==================== lmc1992_rx
### Sequential cells grouped by signal name, lmc1992_rx

(6 px per micron) Other sequential cells in the stronger grey, the rest of the logic in the fainter grey.
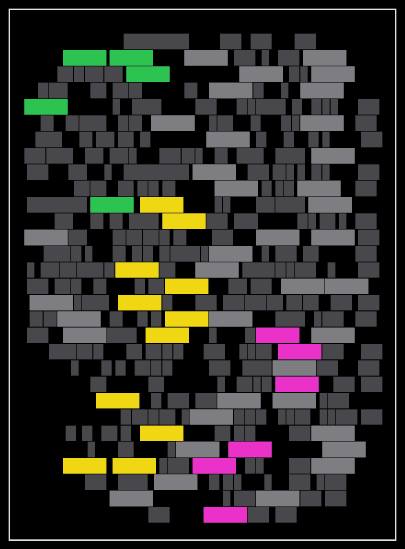
`src/rtl/lmc1992_rx.sv`:
```
// LMC1992 volume/tone controller seen from the MicroWire link: shifts in
// masked serial bits, then checks and applies each 11-bit command word.
module lmc1992_rx #(
   parameter logic [1:0]  DEV_ADDR = 2'b10,
   parameter int unsigned MIN_BITS = 11
) (
   input  logic       clk32,
   input  logic       reset,
   input  logic       mw_bit_stb,
   input  logic       mw_clk,
   input  logic       mw_data,
   input  logic       mw_done,
   output logic [5:0] master_vol,
   output logic [4:0] left_vol,
   output logic [4:0] right_vol,
   output logic [3:0] bass,
   output logic [3:0] treble,
   output logic [1:0] mix,
   output logic       cmd_stb,
   output logic       frame_err,
   output logic       busy
);

   typedef enum logic [1:0] {
      IDLE   = 2'd0,
      SHIFT  = 2'd1,
      DECODE = 2'd2
   } state_t;

   localparam logic [4:0] MIN_CNT = 5'(MIN_BITS);

   localparam logic [2:0] FN_MIX    = 3'b000;
   localparam logic [2:0] FN_BASS   = 3'b001;
   localparam logic [2:0] FN_TREBLE = 3'b010;
   localparam logic [2:0] FN_MASTER = 3'b011;
   localparam logic [2:0] FN_RIGHT  = 3'b100;
   localparam logic [2:0] FN_LEFT   = 3'b101;

   state_t      state;
   logic [10:0] shreg;
   logic [4:0]  count;
   logic        done_d;
   logic        done_rise;
   logic        bit_vld;

   logic        vld_p1;
   logic        err_p1;
   logic [2:0]  func_p1;
   logic [5:0]  val_p1;

   function automatic logic [5:0] sat_master(input logic [5:0] v);
      return (v > 6'd40) ? 6'd40 : v;
   endfunction

   function automatic logic [4:0] sat_vol(input logic [4:0] v);
      return (v > 5'd20) ? 5'd20 : v;
   endfunction

   function automatic logic [3:0] sat_tone(input logic [3:0] v);
      return (v > 4'd12) ? 4'd12 : v;
   endfunction

   assign done_rise = mw_done & ~done_d;
   assign bit_vld   = mw_bit_stb & mw_clk;

   // Stage p0: bit assembly and frame evaluation
   always_ff @(posedge clk32) begin
      if (reset) begin
         state   <= IDLE;
         shreg   <= '0;
         count   <= '0;
         done_d  <= 1'b0;
         busy    <= 1'b0;
         vld_p1  <= 1'b0;
         err_p1  <= 1'b0;
         func_p1 <= '0;
         val_p1  <= '0;
      end else begin
         done_d <= mw_done;
         vld_p1 <= 1'b0;
         err_p1 <= 1'b0;
         case (state)
            IDLE: begin
               if (bit_vld) begin
                  shreg <= {shreg[9:0], mw_data};
                  count <= 5'd1;
                  state <= SHIFT;
                  busy  <= 1'b1;
               end
            end
            SHIFT: begin
               if (bit_vld) begin
                  shreg <= {shreg[9:0], mw_data};
                  count <= (count == 5'd31) ? count : count + 5'd1;
               end
               if (done_rise) begin
                  state <= DECODE;
                  busy  <= 1'b0;
               end
            end
            DECODE: begin
               // Function codes 110/111 are undefined and rejected like a bad address.
               if ((count < MIN_CNT) || (shreg[10:9] != DEV_ADDR) || (shreg[8:7] == 2'b11)) begin
                  err_p1 <= 1'b1;
               end else begin
                  vld_p1 <= 1'b1;
               end
               func_p1 <= shreg[8:6];
               val_p1  <= shreg[5:0];
               shreg   <= '0;
               count   <= '0;
               state   <= IDLE;
            end
            default: begin
               state <= IDLE;
               busy  <= 1'b0;
            end
         endcase
      end
   end

   // Stage p1: apply the decoded command to the mixer settings
   always_ff @(posedge clk32) begin
      if (reset) begin
         master_vol <= 6'd40;
         left_vol   <= 5'd20;
         right_vol  <= 5'd20;
         bass       <= 4'd6;
         treble     <= 4'd6;
         mix        <= 2'b01;
         cmd_stb    <= 1'b0;
         frame_err  <= 1'b0;
      end else begin
         cmd_stb   <= vld_p1;
         frame_err <= err_p1;
         if (vld_p1) begin
            case (func_p1)
               FN_MIX:    mix        <= val_p1[1:0];
               FN_BASS:   bass       <= sat_tone(val_p1[3:0]);
               FN_TREBLE: treble     <= sat_tone(val_p1[3:0]);
               FN_MASTER: master_vol <= sat_master(val_p1);
               FN_RIGHT:  right_vol  <= sat_vol(val_p1[4:0]);
               FN_LEFT:   left_vol   <= sat_vol(val_p1[4:0]);
               default:   ;
            endcase
         end
      end
   end

endmodule

```
`config.mk`:
```
export PLATFORM = sky130hd
export DESIGN_NAME = lmc1992_rx
export DESIGN_NICKNAME = d
export VERILOG_FILES = /design/src/rtl/lmc1992_rx.sv
export SDC_FILE = /design/constraint.sdc
export NUM_CORES = 1
export LEC_CHECK = 0
export CORE_ASPECT_RATIO = 1.4
export CORE_MARGIN = 2
export CORE_UTILIZATION = 50
export DETAILED_ROUTE_END_ITERATION = 7
export PLACE_DENSITY = 0.74
export SYNTH_ARGS = -nofsm -noshare
export SYNTH_HDL_FRONTEND = slang
export SYNTH_SLANG_ARGS = --single-unit
export TNS_END_PERCENT = 100
```
`constraint.sdc`:
```
create_clock -name clk32 -period 2.5 [get_ports clk32]
set_input_delay 0.5 -clock clk32 [delete_from_list [all_inputs] [get_ports clk32]]
set_output_delay 0.5 -clock clk32 [all_outputs]
set_load 0.005 [all_outputs]
```
==> impl_results.rst <==
Implementation results
======================

.. list-table::
   :header-rows: 1

   * - Metric
     - Value
   * - Result of the run
     - finished, final reports clean
   * - Post-Synth Adder-Cell Area
     - 0.0296
   * - GR Util met3
     - 0.0420
   * - Final Worst Setup Slack
     - 0.481 ns
   * - Mux share
     - 0.0751
   * - Number of cells on the critical path
     - 6
   * - Count of input and output buffers
     - 34
   * - Combinational share of cell area
     - 0.397
   * - Gr usage total
     - 0.202
   * - Met2 track demand over resource in global routing
     - 0.364
   * - Total congestion overflow after global routing
     - 0
   * - Netlist area before placement
     - 2530 sq um
   * - Power per cell area
     - 775 nW/um^2
   * - Area-dominant cell class after layout
     - combinational gates
   * - Number of standard cells in the final layout excluding fillers
     - 372
   * - Logic cell area
     - 1240 sq um
   * - Capture instance of the worst register-to-register path
     - count[3]
   * - Final Util
     - 0.640
   * - Non-clock buffering overhead in the final layout
     - 0.123
   * - Number of detailed-routing iterations run before antenna repair
     - 4
   * - Number of nets at the end of the flow
     - 316
   * - Most congested layer reported by global routing
     - met2
   * - Count of yosys warnings during synthesis
     - 0
   * - Detailed-routing wirelength on met1
     - 2330 microns
   * - Number of buffers created by CTS
     - 9
   * - Type of element launching the critical path
     - flop
   * - Top cells, area
     - dfxtp_1, mux2i_1, a21oi_1
   * - Die outline width
     - 64.2 microns
   * - Post-detailed-route wirelength per cell
     - 14.0 microns
   * - Final design instance area without fill
     - 3120 sq um
   * - Number of resized instances in the post-cts repair step
     - 0
   * - Source-to-sink clock delay at the later pin of the worst-skew pair
     - 0.34 ns
   * - Post-synthesis cell type with the largest combined area
     - dfxtp_1
   * - Tally of nets with antenna violations remaining after routing
     - 0
   * - Reg2reg setup slack
     - 0.48 ns
   * - Max reg flops
     - 11
   * - FILL cells
     - 432
   * - Rel. slew slack
     - 0.511
   * - Worst VDD drop
     - 0.000546 V
   * - Tcrit/Tclk final
     - 0.808
About 'Sequential cells grouped by signal name' of lmc1992_rx:
| name in the netlist | colour | flops |
|---|---|---|
| count | green | 5 |
| shreg | yellow | 11 |
| master_vol | magenta | 6 |

-- worst min-delay path by stage --
stage / start / endpoint / slack (ns) / cells after the start
6_report: err_p1 / frame_err / 0.45 / 1
5_1_grt: err_p1 / frame_err / 0.47 / 1
4_1_cts: err_p1 / frame_err / 0.46 / 1
3_5_place_dp: err_p1 / frame_err / 0.44 / 1
3_3_place_gp: err_p1 / frame_err / 0.44 / 1
2_1_floorplan: err_p1 / frame_err / 0.41 / 1
-- placed cells by master (no fill, tap or decap), types with 2 or more instances in the layout --
master	n
a211oi_1	3
a21boi_0	2
a21o_1	2
a21oi_1	27
a31oi_1	2
and3b_1	2
and4b_1	2
and4bb_2	2
buf_4	6
bufinv_16	2
clkbuf_8	10
clkdlybuf4s50_1	34
clkinv_2	2
dfxtp_1	59
ha_1	6
inv_1	6
mux2i_1	19
nand2_1	27
nand2b_1	3
nand3_1	22
nand3b_1	2
nand4_1	3
nand4b_1	3
nor2_1	16
nor2b_1	5
nor4_1	2
nor4bb_1	2
o211ai_1	14
o21ai_0	4
o311ai_0	3
-- where the power goes --
| group | switching, mW | internal [mW] |
|---|---|---|
| clock network | 0.357 | 0.578 |
| logic | 0.294 | 0.171 |
| registers | 0.0398 | 0.980 |

==================== ifetch_ctrl
### src/rtl/cpu_pkg.sv
// Shared CPU definitions: fetch state encoding, default vectors, word widths
// and the opcode constants that decode also uses.
package cpu_pkg;

  localparam int unsigned INST_W = 32;
  localparam int unsigned ADDR_W = 32;

  localparam logic [ADDR_W-1:0] RESET_PC_DEFAULT   = 32'h0000_0000;
  localparam logic [ADDR_W-1:0] IRQ_VECTOR_DEFAULT = 32'h0000_0030;

  localparam logic [5:0] OP_RTYPE = 6'h00;
  localparam logic [5:0] OP_J     = 6'h02;
  localparam logic [5:0] OP_JAL   = 6'h03;
  localparam logic [5:0] OP_BEQ   = 6'h04;
  localparam logic [5:0] OP_BNE   = 6'h05;

  typedef enum logic [1:0] {
    ST_BOOT = 2'd0,
    ST_RUN  = 2'd1,
    ST_ISR  = 2'd2,
    ST_HALT = 2'd3
  } fetch_state_e;

  // IF/ID payload
  typedef struct packed {
    logic [INST_W-1:0] inst;
    logic [ADDR_W-1:0] pc;
  } fetch_pkt_t;

  // Sequential successor of a word address, wrapping at the memory size
  function automatic logic [ADDR_W-1:0] wrap_pc(input logic [ADDR_W-1:0] pc,
                                                input int unsigned    bytes);
    return (pc + 32'd4) & 32'(bytes - 1);
  endfunction

endpackage

### src/rtl/pc_next_sel.sv
// Combinational priority select for the fetch unit: next pc, next state,
// flush/issue strobes, fault and interrupt-take indications.
module pc_next_sel
  import cpu_pkg::*;
#(
  parameter int unsigned       IMEM_BYTES = 1024,
  parameter logic [ADDR_W-1:0] IRQ_VECTOR = IRQ_VECTOR_DEFAULT
) (
  input  fetch_state_e      state,
  input  logic [ADDR_W-1:0] pc,
  input  logic [ADDR_W-1:0] epc,
  input  logic              advance,
  input  logic              halt,
  input  logic              redirect_valid,
  input  logic [ADDR_W-1:0] redirect_target,
  input  logic              eret,
  input  logic              irq,
  output fetch_state_e      state_nxt_c,
  output logic [ADDR_W-1:0] pc_nxt_c,
  output logic              flush_c,
  output logic              issue_c,
  output logic              fault_set_c,
  output logic              take_irq_c
);

  localparam logic [ADDR_W-1:0] LAST_WORD = 32'(IMEM_BYTES - 4);

  logic bad_target;
  assign bad_target = (redirect_target[1:0] != 2'b00) || (redirect_target > LAST_WORD);

  // Priority: halt > redirect > eret > irq > sequential
  always_comb begin
    state_nxt_c = state;
    pc_nxt_c    = pc;
    flush_c     = 1'b0;
    issue_c     = 1'b0;
    fault_set_c = 1'b0;
    take_irq_c  = 1'b0;
    case (state)
      ST_BOOT: state_nxt_c = ST_RUN;
      ST_RUN, ST_ISR: begin
        if (halt) begin
          flush_c     = 1'b1;
          state_nxt_c = ST_HALT;
        end else if (redirect_valid) begin
          flush_c = 1'b1;
          if (bad_target) begin
            fault_set_c = 1'b1;
            state_nxt_c = ST_HALT;
          end else begin
            pc_nxt_c = redirect_target;
          end
        end else if (eret && state == ST_ISR) begin
          flush_c     = 1'b1;
          pc_nxt_c    = epc;
          state_nxt_c = ST_RUN;
        end else if (irq && state == ST_RUN) begin
          flush_c     = 1'b1;
          take_irq_c  = 1'b1;
          pc_nxt_c    = IRQ_VECTOR;
          state_nxt_c = ST_ISR;
        end else if (advance) begin
          issue_c  = 1'b1;
          pc_nxt_c = wrap_pc(pc, IMEM_BYTES);
        end
      end
      default: ;
    endcase
  end

endmodule

### src/rtl/ifetch_ctrl.sv
// Instruction-fetch controller: owns the PC, drives a single-entry IF/ID
// register with valid/ready, and handles redirect, interrupt, eret and halt.
module ifetch_ctrl
  import cpu_pkg::*;
#(
  parameter logic [ADDR_W-1:0] RESET_PC   = RESET_PC_DEFAULT,
  parameter logic [ADDR_W-1:0] IRQ_VECTOR = IRQ_VECTOR_DEFAULT,
  parameter int unsigned       IMEM_BYTES = 1024
) (
  input  logic              clk,
  input  logic              rst_n,
  output logic [ADDR_W-1:0] imem_addr,
  input  logic [INST_W-1:0] imem_inst,
  output logic              out_valid,
  input  logic              out_ready,
  output logic [INST_W-1:0] out_inst,
  output logic [ADDR_W-1:0] out_pc,
  input  logic              redirect_valid,
  input  logic [ADDR_W-1:0] redirect_target,
  input  logic              irq,
  output logic              irq_ack,
  input  logic              eret,
  output logic [ADDR_W-1:0] epc,
  input  logic              halt,
  output logic              fault
);

  fetch_state_e      state_q, state_d;
  logic [ADDR_W-1:0] pc_q, pc_d;
  logic [ADDR_W-1:0] epc_q, epc_d;
  fetch_pkt_t        out_q, out_d;
  logic              out_valid_q, out_valid_d;
  logic              irq_ack_q, irq_ack_d;
  logic              fault_q, fault_d;

  logic flush_c, issue_c, fault_set_c, take_irq_c, advance_c;

  assign advance_c = !out_valid_q || out_ready;

  pc_next_sel #(
    .IMEM_BYTES (IMEM_BYTES),
    .IRQ_VECTOR (IRQ_VECTOR)
  ) u_sel (
    .state           (state_q),
    .pc              (pc_q),
    .epc             (epc_q),
    .advance         (advance_c),
    .halt            (halt),
    .redirect_valid  (redirect_valid),
    .redirect_target (redirect_target),
    .eret            (eret),
    .irq             (irq),
    .state_nxt_c     (state_d),
    .pc_nxt_c        (pc_d),
    .flush_c         (flush_c),
    .issue_c         (issue_c),
    .fault_set_c     (fault_set_c),
    .take_irq_c      (take_irq_c)
  );

  // State register
  always_ff @(posedge clk) begin
    if (!rst_n) state_q <= ST_BOOT;
    else        state_q <= state_d;
  end

  // Output register next values; a flush always discards the held word
  always_comb begin
    out_d       = out_q;
    out_valid_d = out_valid_q;
    epc_d       = epc_q;
    fault_d     = fault_q;
    irq_ack_d   = 1'b0;
    if (flush_c) begin
      out_valid_d = 1'b0;
    end else if (issue_c) begin
      out_valid_d = 1'b1;
      out_d.inst  = imem_inst;
      out_d.pc    = pc_q;
    end
    if (take_irq_c) begin
      epc_d     = pc_q;
      irq_ack_d = 1'b1;
    end
    if (fault_set_c) fault_d = 1'b1;
  end

  always_ff @(posedge clk) begin
    if (!rst_n) begin
      pc_q        <= RESET_PC;
      epc_q       <= '0;
      out_q       <= '0;
      out_valid_q <= 1'b0;
      irq_ack_q   <= 1'b0;
      fault_q     <= 1'b0;
    end else begin
      pc_q        <= pc_d;
      epc_q       <= epc_d;
      out_q       <= out_d;
      out_valid_q <= out_valid_d;
      irq_ack_q   <= irq_ack_d;
      fault_q     <= fault_d;
    end
  end

  assign imem_addr = pc_q;
  assign out_valid = out_valid_q;
  assign out_inst  = out_q.inst;
  assign out_pc    = out_q.pc;
  assign irq_ack   = irq_ack_q;
  assign epc       = epc_q;
  assign fault     = fault_q;

endmodule

### config.mk
export PLATFORM = sky130hd
export DESIGN_NAME = ifetch_ctrl
export DESIGN_NICKNAME = d
export VERILOG_FILES = /design/src/rtl/cpu_pkg.sv /design/src/rtl/pc_next_sel.sv /design/src/rtl/ifetch_ctrl.sv
export SDC_FILE = /design/constraint.sdc
export NUM_CORES = 1
export LEC_CHECK = 0
export CORE_AREA = 8 8 123 125
export CTS_CLUSTER_SIZE = 12
export DETAILED_ROUTE_END_ITERATION = 10
export DIE_AREA = 0 0 131 133
export GPL_ROUTABILITY_DRIVEN = 0
export PLACE_DENSITY = 0.79
export SLEW_MARGIN = 20
export SYNTH_ARGS = -nofsm -noshare
export SYNTH_HDL_FRONTEND = slang
export SYNTH_HIERARCHICAL = 1
export SYNTH_SLANG_ARGS = --single-unit
### constraint.sdc
create_clock -name clk -period 2.3 [get_ports clk]
set_input_delay 0.46 -clock clk [delete_from_list [all_inputs] [get_ports clk]]
set_output_delay 0.46 -clock clk [all_outputs]
set_load 0.02 [all_outputs]
==> impl_results.rst <==
Implementation results
======================

.. list-table::
   :header-rows: 1

   * - Metric
     - Value
   * - Result of the run
     - finished, final reports clean
   * - Final Worst Setup Slack
     - 0.123 ns
   * - Total inserted antenna cells
     - 0
   * - Number of top-level pins
     - 202
   * - Leakage power of the design
     - 3.08 nW
   * - TritonCTS sink count
     - 133
   * - Number of detailed-routing iterations run before antenna repair
     - 4
   * - Setup total negative slack
     - 0 ns
   * - Final hold violations
     - 0
   * - Arrival @ worst endpoint
     - 2.52 ns
   * - Post-layout minimum cycle time
     - 2.18 ns
   * - Worst VDD drop
     - 0.000424 V
   * - List of most frequent post-synthesis cells
     - nand2_1, dfxtp_1, mux2i_1, and2_1, nor2b_1
   * - Tcrit/Tclk final
     - 0.946
   * - Clock slew at reported path FFs
     - 0.06 ns
   * - Total area of sequential cells
     - 2660 sq um
   * - Final design instance area without fill
     - 8690 sq um
   * - CP Data Required Time
     - 2.64 ns
   * - Cells after DPL
     - 967
   * - Number of resized instances in the post-cts repair step
     - 0
   * - Die outline width
     - 131 microns
   * - Combinational share of power
     - 0.281
   * - Proportion of power drawn by the clock network
     - 0.359
   * - Simple-Gate Fraction of Synth Area
     - 0.201
[placed cells by master, fill, tap and decap left out, drive strengths merged, types with 3 or more instances in the layout]
cell and count:
clkdlybuf4s50 200, nand2 140, dfxtp 133, mux2i 98
and2 36, buf 34, nor2b 33, a22o 24
clkbuf 19, o21ai 16, nor2 11, inv 10
nor4 7, a21oi 5, a221oi 5, ha 5
nand4 5, clkinvlp 4, clkinv 3, a221o 3
xor2 3, a2bb2oi 3, and3 3
[final cells by class]
| class | count | area share |
|---|---|---|
| clock buffers | 18 | 0.0494 |
| clock inverters | 14 | 0.0163 |
| flip-flops and latches | 133 | 0.307 |
| well taps | 176 | 0.0253 |
| repair buffers | 235 | 0.273 |
| inverters | 4 | 0.00173 |
| multi-input cells | 421 | 0.328 |
[path summary, 6_finish.rpt]
kind                            depth (start not counted)            to          from  slack, ns
worst max-delay path                                    8    out_pc[21]    state_q[0]       0.12
worst min-delay path                                    2  out_inst[16]  out_inst[16]       0.45
worst max register to register                          8    out_pc[21]    state_q[0]       0.12
worst min register to register                          2  out_inst[16]  out_inst[16]       0.45
### M3 wires, ifetch_ctrl

(3 px per micron)
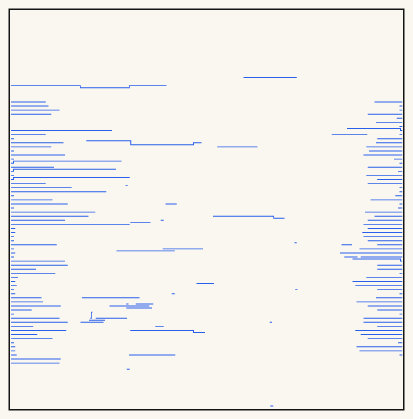
longest straight run: 39.3 microns
main direction: horizontal
wire length on this layer: 1610 microns
share of all routed wire: 9.6%
post-detailed-routing wire length: 16700 microns
number of vias in the routed layout: 5056
GR Util met3: 0.0755

### Placed cells, one colour a class, ifetch_ctrl

(2 px per micron)
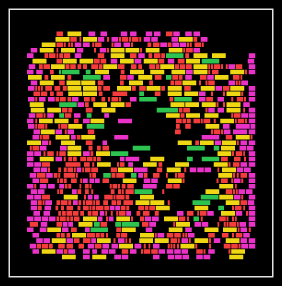
| class | colour | cells |
|---|---|---|
| all other logic | red | 425 |
| flip-flops | yellow | 133 |
| clock drivers and dummy loads | green | 32 |
| other buffers and delay cells | magenta | 235 |
number of cell rows: 42
core box area: 13100 sq um
register fraction of the total cell area: 0.307

### Sequential cells grouped by signal name, ifetch_ctrl

(4 px per micron) Other sequential cells in the stronger grey, the rest of the logic in the fainter grey.
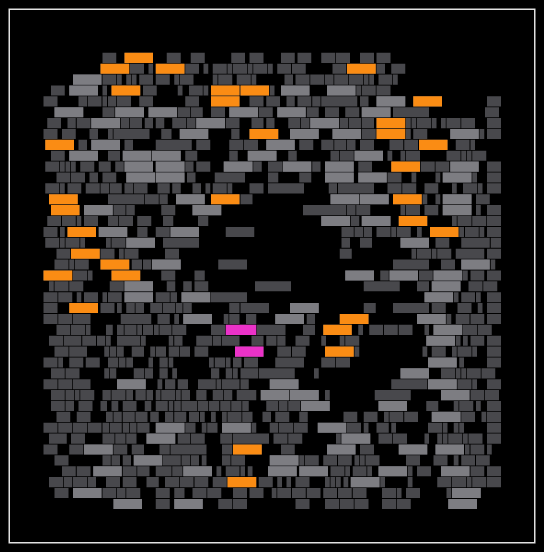
| name in the netlist | colour | flops |
|---|---|---|
| state_q | magenta | 2 |
| out_pc | orange | 32 |
not coloured: 99



==> notes/layouts.md <==
Pictures saved along the way, in no particular order.

Placed standard cells.
image #1
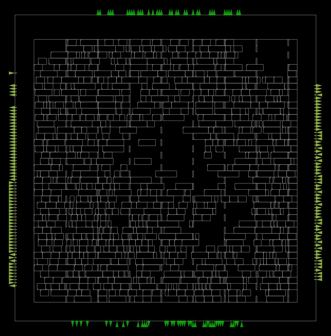
image #2
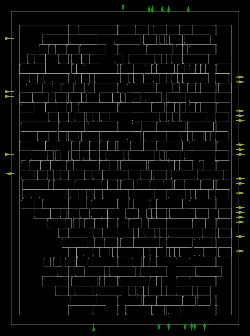
Image #1 comes from ifetch_ctrl.
Image #2 comes from lmc1992_rx.
Of these, most sequential cells: image #1

Power is estimated from default activity; no workload was simulated.
